=== stop_watch_ctrl ===
stop_watch_ctrl/final_placement.png
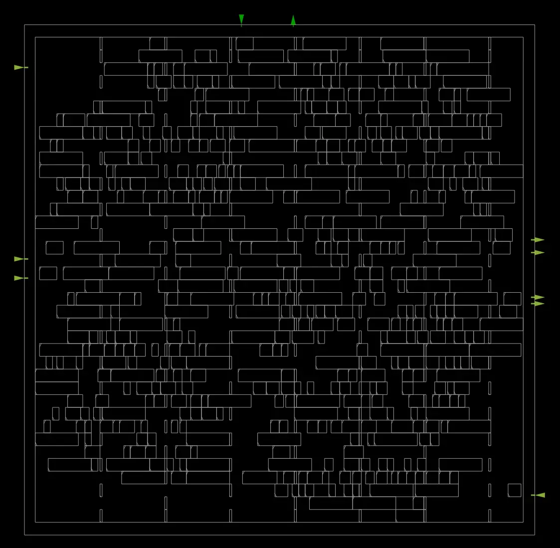
stop_watch_ctrl/pdn.png
The bar under the picture is 20 um long. Pins as bars on the die edge. Tap cells in grey.
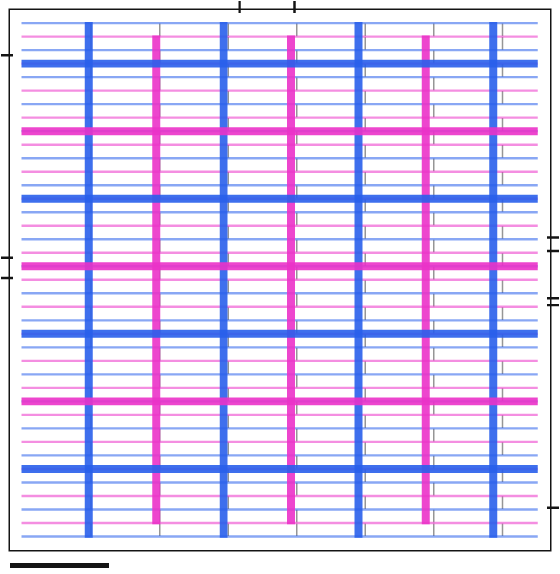
[config.mk]
export PLATFORM = sky130hd
export DESIGN_NAME = stop_watch_ctrl
export DESIGN_NICKNAME = d
export VERILOG_FILES = /design/src/rtl/stop_watch_ctrl.sv
export SDC_FILE = /design/constraint.sdc
export NUM_CORES = 1
export LEC_CHECK = 0
export CORE_MARGIN = 2
export CORE_UTILIZATION = 47
export DETAILED_ROUTE_END_ITERATION = 10
export REMOVE_ABC_BUFFERS = 1
export SKIP_CTS_REPAIR_TIMING = 1
export SLEW_MARGIN = 20
export SYNTH_ARGS = -nofsm -noshare
export SYNTH_HDL_FRONTEND = slang
export SYNTH_SLANG_ARGS = --single-unit
[constraint.sdc]
create_clock -name clk -period 2.55 [get_ports clk]
set_input_delay 0.51 -clock clk [delete_from_list [all_inputs] [get_ports clk]]
set_output_delay 0.51 -clock clk [all_outputs]
set_load 0.005 [all_outputs]
[src/rtl/stop_watch_ctrl.sv]
// stop_watch_ctrl: key conditioning and run/pause/lap control for the
// HH:MM:SS stopwatch counter chain. Three raw active-low buttons are
// synchronized and debounced. Each accepted press becomes a one-cycle event
// that drives the run state machine. The block produces the once-per-second
// count enable, the clear pulse and the display lap-hold level.
module stop_watch_ctrl #(
  parameter int unsigned DEBOUNCE_CYCLES = 1_000_000,
  parameter int unsigned TICK_DIV        = 50_000_000
) (
  input  logic       clk,
  input  logic       rst_n,
  input  logic       key_start_n,
  input  logic       key_clear_n,
  input  logic       key_lap_n,
  output logic       count_en,
  output logic       clear,
  output logic       lap_hold,
  output logic [1:0] state
);

  typedef enum logic [1:0] {
    ST_IDLE  = 2'b00,
    ST_RUN   = 2'b01,
    ST_PAUSE = 2'b10,
    ST_LAP   = 2'b11
  } state_t;

  localparam int unsigned NUM_KEYS  = 3;
  localparam int unsigned KEY_START = 0;
  localparam int unsigned KEY_CLEAR = 1;
  localparam int unsigned KEY_LAP   = 2;

  localparam int unsigned CNT_W = $clog2(DEBOUNCE_CYCLES + 1);
  localparam int unsigned DIV_W = $clog2(TICK_DIV);

  // The counter flips the debounced level on the sample that would bring it
  // to DEBOUNCE_CYCLES. A level is accepted after exactly that many
  // consecutive differing samples.
  localparam logic [CNT_W-1:0] CNT_LAST = CNT_W'(DEBOUNCE_CYCLES - 1);
  localparam logic [DIV_W-1:0] DIV_LAST = DIV_W'(TICK_DIV - 1);

  // ---------------------------------------------------------------------
  // Key conditioning
  // ---------------------------------------------------------------------
  logic [NUM_KEYS-1:0] key_raw;

  logic [NUM_KEYS-1:0] sync1_q, sync1_d;
  logic [NUM_KEYS-1:0] sync2_q, sync2_d;
  logic [NUM_KEYS-1:0] db_q, db_d;
  logic [NUM_KEYS-1:0] db_prev_q, db_prev_d;
  logic [NUM_KEYS-1:0] press_q, press_d;
  logic [CNT_W-1:0]    cnt_q [NUM_KEYS];
  logic [CNT_W-1:0]    cnt_d [NUM_KEYS];

  assign key_raw = {key_lap_n, key_clear_n, key_start_n};

  // Two-stage synchronizer in front of every button; idle level is released (1)
  always_comb begin
    sync1_d = key_raw;
    sync2_d = sync1_q;
  end

  // Debounce counters: only an unbroken run of differing samples moves the
  // accepted level, and a press is the registered falling edge of that level
  always_comb begin
    db_d      = db_q;
    db_prev_d = db_q;
    press_d   = '0;
    for (int k = 0; k < NUM_KEYS; k++) begin
      cnt_d[k] = cnt_q[k];
      if (sync2_q[k] == db_q[k]) begin
        cnt_d[k] = '0;
      end else if (cnt_q[k] == CNT_LAST) begin
        db_d[k]  = sync2_q[k];
        cnt_d[k] = '0;
      end else begin
        cnt_d[k] = cnt_q[k] + 1'b1;
      end
      press_d[k] = db_prev_q[k] & ~db_q[k];
    end
  end

  // Key path registers; reset treats every key as released and settled
  always_ff @(posedge clk or negedge rst_n) begin
    if (!rst_n) begin
      sync1_q   <= '1;
      sync2_q   <= '1;
      db_q      <= '1;
      db_prev_q <= '1;
      press_q   <= '0;
      for (int k = 0; k < NUM_KEYS; k++) begin
        cnt_q[k] <= '0;
      end
    end else begin
      sync1_q   <= sync1_d;
      sync2_q   <= sync2_d;
      db_q      <= db_d;
      db_prev_q <= db_prev_d;
      press_q   <= press_d;
      for (int k = 0; k < NUM_KEYS; k++) begin
        cnt_q[k] <= cnt_d[k];
      end
    end
  end

  // ---------------------------------------------------------------------
  // Event arbitration: start beats clear beats lap, losers are discarded
  // ---------------------------------------------------------------------
  logic start_ev;
  logic clear_ev;
  logic lap_ev;

  assign start_ev = press_q[KEY_START];
  assign clear_ev = press_q[KEY_CLEAR] & ~press_q[KEY_START];
  assign lap_ev   = press_q[KEY_LAP] & ~press_q[KEY_CLEAR] & ~press_q[KEY_START];

  // ---------------------------------------------------------------------
  // Run state machine and one-second divider
  // ---------------------------------------------------------------------
  state_t           state_q, state_d;
  logic             count_en_q, count_en_d;
  logic             clear_q, clear_d;
  logic             lap_hold_q, lap_hold_d;
  logic [DIV_W-1:0] div_q, div_d;
  logic             counting;

  assign counting = (state_q == ST_RUN) || (state_q == ST_LAP);

  // Next-state, output and divider decode; clear only exists from IDLE/PAUSE,
  // where the divider is idle, so it can never coincide with count_en
  always_comb begin
    state_d    = state_q;
    clear_d    = 1'b0;
    count_en_d = 1'b0;
    div_d      = div_q;

    case (state_q)
      ST_IDLE: begin
        if (start_ev) begin
          state_d = ST_RUN;
        end else if (clear_ev) begin
          state_d = ST_IDLE;
          clear_d = 1'b1;
        end
      end
      ST_RUN: begin
        if (start_ev) begin
          state_d = ST_PAUSE;
        end else if (lap_ev) begin
          state_d = ST_LAP;
        end
      end
      ST_LAP: begin
        if (start_ev) begin
          state_d = ST_PAUSE;
        end else if (lap_ev) begin
          state_d = ST_RUN;
        end
      end
      ST_PAUSE: begin
        if (start_ev) begin
          state_d = ST_RUN;
        end else if (clear_ev) begin
          state_d = ST_IDLE;
          clear_d = 1'b1;
        end
      end
      default: begin
        state_d = ST_IDLE;
      end
    endcase

    lap_hold_d = (state_d == ST_LAP);

    if ((state_q == ST_IDLE) || clear_d) begin
      div_d = '0;
    end else if (counting) begin
      if (div_q == DIV_LAST) begin
        div_d      = '0;
        count_en_d = 1'b1;
      end else begin
        div_d = div_q + 1'b1;
      end
    end
  end

  // State, divider and all outputs are registered together
  always_ff @(posedge clk or negedge rst_n) begin
    if (!rst_n) begin
      state_q    <= ST_IDLE;
      count_en_q <= 1'b0;
      clear_q    <= 1'b0;
      lap_hold_q <= 1'b0;
      div_q      <= '0;
    end else begin
      state_q    <= state_d;
      count_en_q <= count_en_d;
      clear_q    <= clear_d;
      lap_hold_q <= lap_hold_d;
      div_q      <= div_d;
    end
  end

  assign count_en = count_en_q;
  assign clear    = clear_q;
  assign lap_hold = lap_hold_q;
  assign state    = state_q;

endmodule

==> impl_metrics.tcl <==
# flow metrics
set metrics [dict create \
    p_leak_nw 2.287 \
    cts_buffer_depth 2 \
    cp_num_buf_inv 0 \
    die_y_um 108.7 \
    ys_warn_count 0 \
    ys_seq_share_pct 51.76 \
    period_minus_slack_ns 2.054 \
    antenna_found_initial 0 \
    dominant_cells "sequential cells" \
    status "finished clean" \
    cts.sinks 106 \
    viasPerCell 5.406 \
    placed_cells 656 \
    top_cell_area_share_pct 45.64 \
    min_path_type "in -> async" \
    synth_area_um2 5154 \
    top_cell "dfrtp_1" \
    highest_layer "met4" \
    n_all_buffers 15 \
]
About stop_watch_ctrl/final_placement.png:
# fillers: 1008
Tapcells: 140
flip-flops: 106
Layout Cells excl Fill: 672
final core occ: 51.86%

About stop_watch_ctrl/pdn.png:
legend:
  VDD:
    colour: magenta
  VSS:
    colour: blue
met1 rails: 39
met5 straps: 7
tap cells: 140

-- registers in the layout, summed over array words and instances (netlist names) --
| name | flops |
|---|---|
| cnt_q | 60 |
| div_q | 26 |
| count_en | 1 |
| sync1_q | 3 |
| state | 2 |
| db_prev_d | 3 |
| db_prev_q | 3 |
| press_q | 3 |
| sync2_q | 3 |
| clear | 1 |
| lap_hold | 1 |
-- kinds of logic after synthesis --
logic type      share of synthesized area [%]
flops                                   51.76
compound gates                          7.041
simple gates                            25.86
mux                                    0.8497
xor+xnor                                10.03
buf+inv                                 3.253
fa+ha+maj                               1.214
-- final timing paths --
check | cells past startpoint | slack (ns) | start | to
setup / recovery | 6 | 0.50 | div_q[0] | div_q[17]
hold / removal | 1 | 0.08 | rst_n | div_q[14]
setup reg to reg | 6 | 0.50 | div_q[0] | div_q[17]
hold reg to reg | 0 | 0.36 | sync1_q[1] | sync2_q[1]
max in group asynchronous | 2 | 1.74 | rst_n | sync1_q[2]
min in group clk | 0 | 0.36 | sync1_q[1] | sync2_q[1]
-- metrics by stage --
stage | setup TNS, ns | utilization [%]
finish | 0 | 51.86
global route | 0 | 51.86
CTS | 0 | 51.86
detailed placement | 0 | 49.84
global placement | 0 | 49.84
floorplan | -0.7500 | -

=== alu_nibble_sequencer ===
--- src/rtl/alu_seq_pkg.sv ---
// ============================================================================
//  Module      : alu_seq_pkg
//  Description : Shared types and constants for the nibble-serial ALU
//                sequencer (FSM states, nibble width, 74181 S/M codes).
//  Revision    : 1.0 - initial release
// ============================================================================
`default_nettype none

package alu_seq_pkg;

    // Width of one ALU slice
    localparam int NIBBLE_W = 4;

    // Sequencer FSM states
    typedef enum logic [1:0] {
        ST_IDLE = 2'd0,
        ST_BUSY = 2'd1,
        ST_DONE = 2'd2
    } seq_state_t;

    // Named 74181 selection / mode pairs
    localparam logic [3:0] ADD_S    = 4'b1001;
    localparam logic       ADD_M    = 1'b0;
    localparam logic [3:0] SUB_S    = 4'b0110;
    localparam logic       SUB_M    = 1'b0;
    localparam logic [3:0] XOR_S    = 4'b0110;
    localparam logic       XOR_M    = 1'b1;
    localparam logic [3:0] PASS_A_S = 4'b1111;
    localparam logic       PASS_A_M = 1'b1;

endpackage : alu_seq_pkg

`default_nettype wire

--- src/rtl/alu_nibble_sequencer.sv ---
// ============================================================================
//  Module      : alu_nibble_sequencer
//  Description : Runs a NIBBLES x 4-bit operation through one external
//                combinational 74181-style slice, LSB nibble first, one
//                nibble per cycle, and assembles the wide result.
//  Revision    : 1.0 - initial release
// ============================================================================
`default_nettype none

module alu_nibble_sequencer
    import alu_seq_pkg::*;
#(
    parameter int NIBBLES = 4
) (
    input  logic                      clk_i,
    input  logic                      rst_i,
    // request side
    input  logic                      in_valid_i,
    output logic                      in_ready_o,
    input  logic [NIBBLES*4-1:0]      a_i,
    input  logic [NIBBLES*4-1:0]      b_i,
    input  logic [3:0]                sel_i,
    input  logic                      mode_i,
    input  logic                      carry_i,
    // ALU slice drive
    output logic [3:0]                alu_a_o,
    output logic [3:0]                alu_b_o,
    output logic [3:0]                alu_sel_o,
    output logic                      alu_mode_o,
    output logic                      alu_carry_o,
    // ALU slice return
    input  logic [3:0]                alu_f_i,
    input  logic                      alu_cout_i,
    input  logic                      alu_eq_i,
    // result side
    output logic                      out_valid_o,
    input  logic                      out_ready_i,
    output logic [NIBBLES*4-1:0]      result_o,
    output logic                      carry_o,
    output logic                      equal_o
);

    localparam int W     = NIBBLES * NIBBLE_W;
    localparam int IDX_W = (NIBBLES > 1) ? $clog2(NIBBLES) : 1;
    localparam logic [IDX_W-1:0] LAST_IDX = IDX_W'(NIBBLES - 1);

    seq_state_t          r_state;
    logic [IDX_W-1:0]    r_idx;
    logic [W-1:0]        r_a;
    logic [W-1:0]        r_b;
    logic [3:0]          r_sel;
    logic                r_mode;
    logic                r_cin;
    logic                r_carry;
    logic                r_eq;
    logic [W-1:0]        r_result;

    // Per-nibble views of the captured operands
    logic [NIBBLE_W-1:0] w_a_nib [NIBBLES];
    logic [NIBBLE_W-1:0] w_b_nib [NIBBLES];

    for (genvar g = 0; g < NIBBLES; g++) begin : g_nib
        assign w_a_nib[g] = r_a[g*NIBBLE_W +: NIBBLE_W];
        assign w_b_nib[g] = r_b[g*NIBBLE_W +: NIBBLE_W];
    end

    logic w_busy;
    logic w_done;

    assign w_busy = (r_state == ST_BUSY);
    assign w_done = (r_state == ST_DONE);

    // Handshake flags come straight from the state register
    assign in_ready_o  = (r_state == ST_IDLE);
    assign out_valid_o = w_done;

    // ALU drive is only non-zero while a nibble is in flight
    assign alu_a_o     = w_busy ? w_a_nib[r_idx] : '0;
    assign alu_b_o     = w_busy ? w_b_nib[r_idx] : '0;
    assign alu_sel_o   = w_busy ? r_sel          : '0;
    assign alu_mode_o  = w_busy & r_mode;
    assign alu_carry_o = w_busy & ((r_idx == '0) ? r_cin : r_carry);

    // Results are only exposed in DONE; carry is meaningless in logic mode
    assign result_o = w_done ? r_result : '0;
    assign carry_o  = w_done & ~r_mode & r_carry;
    assign equal_o  = w_done & r_eq;

    // Sequencer FSM: accept, step through nibbles, hold result until taken
    always_ff @(posedge clk_i) begin
        if (rst_i) begin
            r_state  <= ST_IDLE;
            r_idx    <= '0;
            r_a      <= '0;
            r_b      <= '0;
            r_sel    <= '0;
            r_mode   <= 1'b0;
            r_cin    <= 1'b0;
            r_carry  <= 1'b0;
            r_eq     <= 1'b0;
            r_result <= '0;
        end else begin
            case (r_state)
                ST_IDLE: begin
                    if (in_valid_i) begin
                        r_a      <= a_i;
                        r_b      <= b_i;
                        r_sel    <= sel_i;
                        r_mode   <= mode_i;
                        r_cin    <= carry_i;
                        r_idx    <= '0;
                        r_result <= '0;
                        r_carry  <= 1'b0;
                        r_eq     <= 1'b1;
                        r_state  <= ST_BUSY;
                    end
                end
                ST_BUSY: begin
                    for (int k = 0; k < NIBBLES; k++) begin
                        if (r_idx == IDX_W'(k)) begin
                            r_result[k*NIBBLE_W +: NIBBLE_W] <= alu_f_i;
                        end
                    end
                    r_carry <= alu_cout_i;
                    r_eq    <= r_eq & alu_eq_i;
                    // Index holds at the last nibble instead of wrapping
                    if (r_idx == LAST_IDX) begin
                        r_state <= ST_DONE;
                    end else begin
                        r_idx <= r_idx + 1'b1;
                    end
                end
                ST_DONE: begin
                    if (out_ready_i) begin
                        r_state <= ST_IDLE;
                    end
                end
                default: begin
                    r_state <= ST_IDLE;
                end
            endcase
        end
    end

endmodule : alu_nibble_sequencer

`default_nettype wire

--- config.mk ---
export PLATFORM = sky130hd
export DESIGN_NAME = alu_nibble_sequencer
export DESIGN_NICKNAME = d
export VERILOG_FILES = /design/src/rtl/alu_seq_pkg.sv /design/src/rtl/alu_nibble_sequencer.sv
export SDC_FILE = /design/constraint.sdc
export NUM_CORES = 1
export LEC_CHECK = 0
export CORE_MARGIN = 2
export CORE_UTILIZATION = 40
export CTS_CLUSTER_SIZE = 20
export DETAILED_ROUTE_END_ITERATION = 7
export PLACE_DENSITY = 0.68
export SLEW_MARGIN = 10
export SYNTH_ARGS = -nofsm -noshare
export SYNTH_HDL_FRONTEND = slang
export SYNTH_SLANG_ARGS = --single-unit
--- constraint.sdc ---
create_clock -name clk_i -period 5.1 [get_ports clk_i]
set_input_delay 1.02 -clock clk_i [delete_from_list [all_inputs] [get_ports clk_i]]
set_output_delay 1.02 -clock clk_i [all_outputs]
set_load 0.1 [all_outputs]
alu_nibble_sequencer/port_nets.png
The bar under the picture is 20 um long.
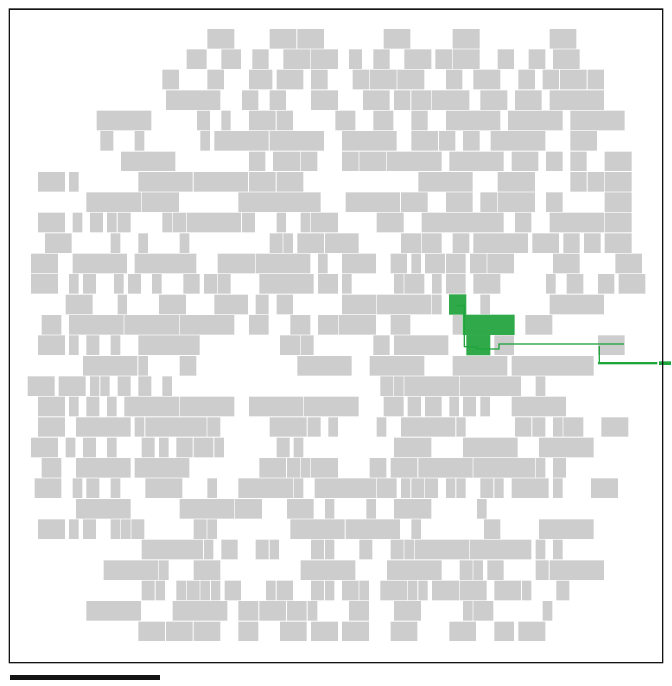
legend:
  `in_valid_i`:
    colour: green
    bits: 1
    direction: input
    end_cells: 3
    wire: 38.5 um

==> impl_metrics.tcl <==
# flow metrics
set metrics [dict create \
    drc_errors 0 \
    synth_cell_type_count 27 \
    cts_buffer_depth 2 \
    drtIter0Drc 90 \
    postCtsSetupRepairBufs 0 \
    critPathKind "reg -> out" \
    power_w 0.001220 \
    warnings 29 \
    min_path_cells 2 \
    die_y_um 86.79 \
    grt_max_degree 65 \
    io_buffers 81 \
    gr-total-overflow 0 \
    ys_warn_count 0 \
    maxCapViolCount 0 \
    period_minus_slack_ns 4.156 \
    fp_util_pct 40.80 \
    dp_slack_ns 1.293 \
    worstSetupStartpoint "r_state[1]" \
    p_leak_nw 1.500 \
    worstPathArrival_ns 3.14 \
    place_congestion 0.8020 \
    syn_inst 312 \
    antenna_found_initial 0 \
    hp-start "r_sel[0]" \
    ys_sh_mux_pct 12.78 \
    postRouteAntennaNets 0 \
    status "finished clean" \
    top_cell "nand2_1" \
]
final cells by class:
| cell class | count | area [um2] |
|---|---|---|
| inverter | 3 | 11.26 |
| tap | 80 | 100.1 |
| timing repair buffer | 85 | 803.3 |
| clock buffer | 12 | 155.1 |
| multi-input combinational | 225 | 1395 |
| sequential | 60 | 1201 |
| clock inverter | 4 | 95.09 |
| fill | 669 | 2958 |
power breakdown:
group	internal (W)	total, W	leakage, nW	switching [W]
Combinational	0.0000802	0.000178	0.882	0.0000978
Clock	0.000351	0.000532	0.127	0.000182
Sequential	0.000495	0.000509	0.491	0.0000146
metal layers:
layer  track usage [%]  share of wire, %  vias up  wire, um
met2             29.08                50       47      3154
li1                  -                 -     1169         -
met3             6.000               4.3        8       272
met4             6.392               1.4        0        90
met5                 0                 0        -         0
met1             20.42                44     1076      2759
final timing paths:
path            endpoint  slack, ns
max              carry_o       0.94
min             r_sel[0]       0.45
max reg2reg  r_result[8]       3.16
min reg2reg     r_sel[0]       0.45
worst max-delay path: cells and delay by family, from the launching register on:
family / cells / cell delay [ns]
DFF: 1 / 0.54
and+or+nand+nor: 2 / 1.12
buffers and inverters: 1 / 1.13

=== rf_port_arbiter ===
File: src/rtl/rf_pkg.sv
// Shared types and defaults for the register-file write-port arbiter.
package rf_pkg;
  localparam int unsigned PW_DEFAULT = 3;
  localparam int unsigned DW_DEFAULT = 8;

  typedef enum logic {
    CLEAR = 1'b0,
    RUN   = 1'b1
  } rf_state_e;

  typedef enum logic {
    REQ_A = 1'b0,
    REQ_B = 1'b1
  } req_id_e;
endpackage

File: src/rtl/rr_arb2.sv
// Two-way round-robin arbiter; the pointer moves only when both requesters contend.
module rr_arb2
  import rf_pkg::*;
(
  input  logic       clk,
  input  logic       reset,
  input  logic       en,
  input  logic [1:0] req,
  output logic [1:0] gnt
);

  req_id_e ptr;

  always_comb begin
    gnt = '0;
    if (en) begin
      if (req == 2'b11) gnt = (ptr == REQ_A) ? 2'b01 : 2'b10;
      else              gnt = req;
    end
  end

  // ptr names the requester favoured at the next contested cycle
  always_ff @(posedge clk) begin
    if (reset)                     ptr <= REQ_A;
    else if (en && req == 2'b11)   ptr <= gnt[0] ? REQ_B : REQ_A;
  end

endmodule

File: src/rtl/rf_port_arbiter.sv
// Register-file write-port arbiter: clears the file after reset/start, then
// round-robins ALU (A) and load (B) writebacks. Optional RF_ARB_STALL_CNT_EN adds stall_cnt.
module rf_port_arbiter
  import rf_pkg::*;
#(
  parameter int unsigned PW = PW_DEFAULT,
  parameter int unsigned DW = DW_DEFAULT
) (
  input  logic          clk,
  input  logic          reset,
  input  logic          start,
  input  logic          a_valid,
  output logic          a_ready,
  input  logic [PW-1:0] a_addr,
  input  logic [DW-1:0] a_data,
  input  logic          b_valid,
  output logic          b_ready,
  input  logic [PW-1:0] b_addr,
  input  logic [DW-1:0] b_data,
  output logic          rf_wr_en,
  output logic [PW-1:0] rf_wr_addr,
  output logic [DW-1:0] rf_wr_data,
  output logic          busy,
  output logic          last_grant_b
`ifdef RF_ARB_STALL_CNT_EN
  ,
  output logic [15:0]   stall_cnt
`endif
);

  rf_state_e     state, state_nx;
  logic [PW-1:0] cnt, cnt_nx;
  logic [1:0]    gnt;
  logic          arb_en;
  logic          a_hs, b_hs;

  always_ff @(posedge clk) begin
    if (reset) begin
      state <= CLEAR;
      cnt   <= '0;
    end else begin
      state <= state_nx;
      cnt   <= cnt_nx;
    end
  end

  always_comb begin
    state_nx = state;
    cnt_nx   = cnt;
    case (state)
      CLEAR: begin
        if (start)          cnt_nx = '0;
        else if (cnt == '1) begin
          state_nx = RUN;
          cnt_nx   = '0;
        end else            cnt_nx = cnt + 1'b1;
      end
      RUN: begin
        if (start) begin
          state_nx = CLEAR;
          cnt_nx   = '0;
        end
      end
      default: begin
        state_nx = CLEAR;
        cnt_nx   = '0;
      end
    endcase
  end

  assign busy   = (state == CLEAR);
  assign arb_en = (state == RUN) && !start;

  rr_arb2 u_arb (
    .clk   (clk),
    .reset (reset),
    .en    (arb_en),
    .req   ({b_valid, a_valid}),
    .gnt   (gnt)
  );

  assign a_ready = gnt[0];
  assign b_ready = gnt[1];
  assign a_hs    = a_valid & a_ready;
  assign b_hs    = b_valid & b_ready;

  // addr/data hold their last value on idle cycles; only rf_wr_en qualifies them
  always_ff @(posedge clk) begin
    if (reset) begin
      rf_wr_en     <= 1'b0;
      rf_wr_addr   <= '0;
      rf_wr_data   <= '0;
      last_grant_b <= 1'b0;
    end else if (state == CLEAR) begin
      rf_wr_en     <= 1'b1;
      rf_wr_addr   <= cnt;
      rf_wr_data   <= '0;
    end else if (a_hs) begin
      rf_wr_en     <= 1'b1;
      rf_wr_addr   <= a_addr;
      rf_wr_data   <= a_data;
      last_grant_b <= 1'b0;
    end else if (b_hs) begin
      rf_wr_en     <= 1'b1;
      rf_wr_addr   <= b_addr;
      rf_wr_data   <= b_data;
      last_grant_b <= 1'b1;
    end else begin
      rf_wr_en     <= 1'b0;
    end
  end

`ifdef RF_ARB_STALL_CNT_EN
  logic stall_now;
  assign stall_now = (a_valid & ~a_ready) | (b_valid & ~b_ready);

  always_ff @(posedge clk) begin
    if (reset || start)                   stall_cnt <= '0;
    else if (stall_now && stall_cnt != '1) stall_cnt <= stall_cnt + 16'd1;
  end
`endif

endmodule
File: config.mk
export PLATFORM = sky130hd
export DESIGN_NAME = rf_port_arbiter
export DESIGN_NICKNAME = d
export VERILOG_FILES = /design/src/rtl/rf_pkg.sv /design/src/rtl/rr_arb2.sv /design/src/rtl/rf_port_arbiter.sv
export SDC_FILE = /design/constraint.sdc
export NUM_CORES = 1
export LEC_CHECK = 0
export ABC_AREA = 1
export CAP_MARGIN = 15
export CELL_PAD_IN_SITES_DETAIL_PLACEMENT = 0
export CELL_PAD_IN_SITES_GLOBAL_PLACEMENT = 1
export CORE_UTILIZATION = 27
export CTS_CLUSTER_DIAMETER = 80
export DETAILED_ROUTE_END_ITERATION = 8
export PLACE_DENSITY = 0.88
export SLEW_MARGIN = 20
export SYNTH_ARGS = -nofsm -noshare
export SYNTH_HDL_FRONTEND = slang
export SYNTH_SLANG_ARGS = --single-unit
File: constraint.sdc
create_clock -name clk -period 1.35 [get_ports clk]
set_input_delay 0.27 -clock clk [delete_from_list [all_inputs] [get_ports clk]]
set_output_delay 0.27 -clock clk [all_outputs]
set_load 0.01 [all_outputs]
==> impl_metrics.tcl <==
# flow metrics
set metrics [dict create \
    cp.depth 9 \
    drive_gt1_share_pct 26.37 \
    highest_layer "met4" \
    die_y_um 61.19 \
    adder_share_pct 2.646 \
    syn_to_final_growth_pct 70.24 \
    ys_warn_count 0 \
    status "finished clean" \
    seq_power_w 0.000536 \
    ios 43 \
    switching_share_pct 23.00 \
    drc_errors 0 \
    p_int_w 0.0007210 \
    p_leak_nw 0.8291 \
    synth_area_leader_cell "dfxtp_1" \
    use_met1_pct 19.41 \
    grt_busiest_layer "met2" \
    ir_drop_mv 0.2527 \
    final_util_pct 48.26 \
    clock.fmax_mhz 767.0 \
    cp_num_buf_inv 6 \
    slowest_delay_ns 0.37 \
]
[cell usage after synthesis (all sizes together)]
master   n
a21oi    8
a31oi    1
buf      3
clkbuf   1
dfxtp   18
ha       2
inv     28
nand2   28
nand3   26
nor2    15
nor3     1
o21ai    1
or2      8
[metrics by stage]
| step | setup TNS, ns | setup WS [ns] | power, W | instance area, um2 |
|---|---|---|---|---|
| 2_1_floorplan | 0 | 0.1604 | 0.0005848 | 945.9 |
| 3_3_place_gp | -6.258 | -0.5624 | 0.0006821 | 1519 |
| 3_5_place_dp | -6.492 | -0.5787 | 0.0006831 | 1519 |
| 4_1_cts | -0.004360 | -0.004360 | 0.0009557 | 1580 |
| 5_1_grt | -0.01320 | -0.01127 | 0.0009947 | 1610 |
| 6_report | 0 | 0.04614 | 0.0009363 | 1610 |
[registers in the layout (all words and copies together), names as in the netlist]
signal,flops
rf_wr_data,8
cnt,3
rf_wr_addr,3
last_grant_b,1
rf_wr_en,1
state,1
u_arb.ptr,1
[layout make-up]
class	count	area, um2
fillers	369	1727
inverters	28	107.6
multi-input cells	90	500.5
clock buffers	3	22.52
flip-flops and latches	18	367.9
well taps	46	57.56
repair buffers	62	554.3
rf_port_arbiter/wire_density.png
12 x 12 tiles, from dark blue (low) to red (high), scaled to the fullest tile. Values are wire area over tile area, all layers added.
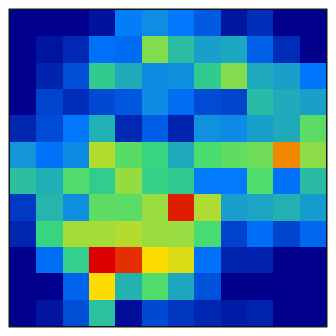
emptiest ninth of the die: lower right
nearly empty tiles: 15%
tiles over half the peak: 21%

rf_port_arbiter/final_placement.png
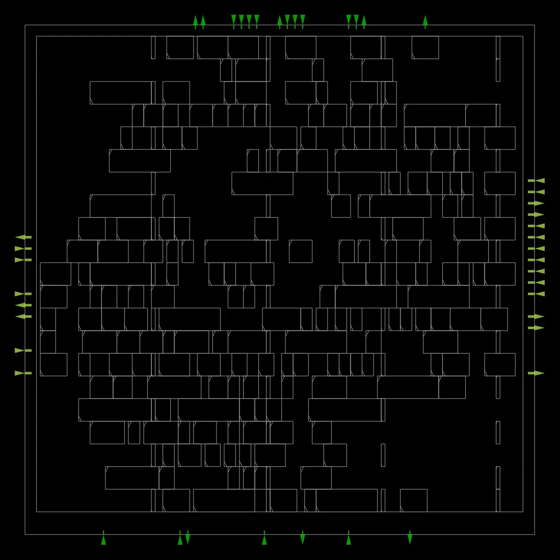
core box area: 3337 um2
flip-flops: 18
Tapcells: 46
# fillers: 369
Cell Rows: 21



==> notes/layouts.md <==
Pictures saved along the way, in no particular order.

Cell classes on the final placement.
Fill, decap, tap and diode cells in grey.
(a)
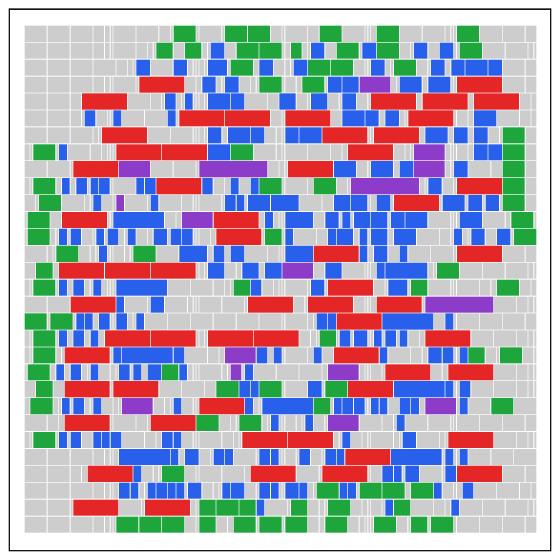
(b)
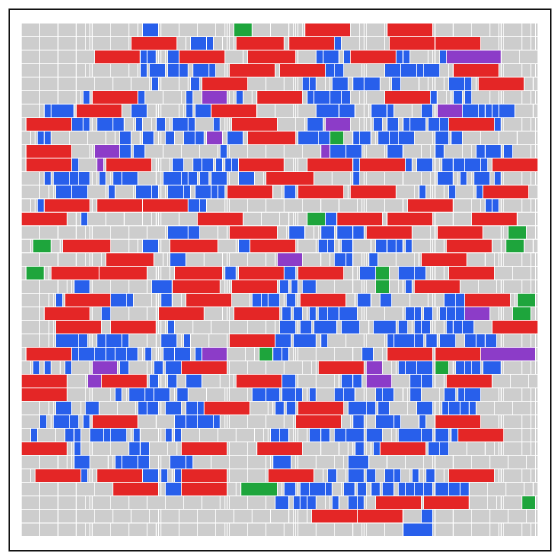
(c)
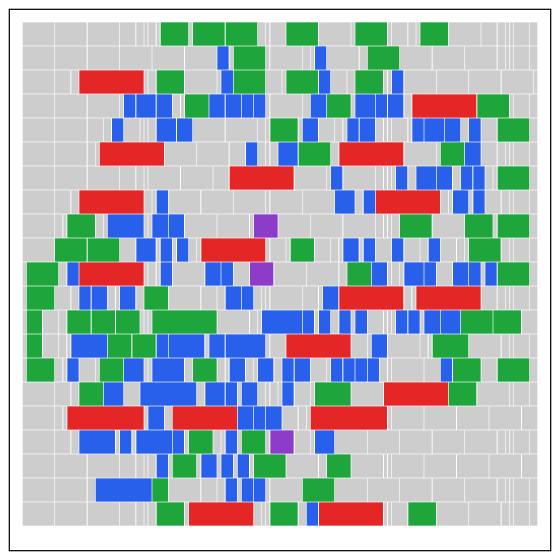
(b): stop_watch_ctrl
(a): alu_nibble_sequencer
(c): rf_port_arbiter
- most sequential cells: (b)
- most cells: (b)

Key to (a):
legend:
  other buffers and delay cells:
    colour: green
    cells: 85
    share_of_their_area: 22%
  flip-flops:
    colour: red
    cells: 60
    share_of_their_area: 33%
  all other logic:
    colour: blue
    cells: 228
    share_of_their_area: 38%
  clock drivers and dummy loads:
    colour: purple
    cells: 16
    share_of_their_area: 6.8%

Power is estimated from default activity; no workload was simulated.
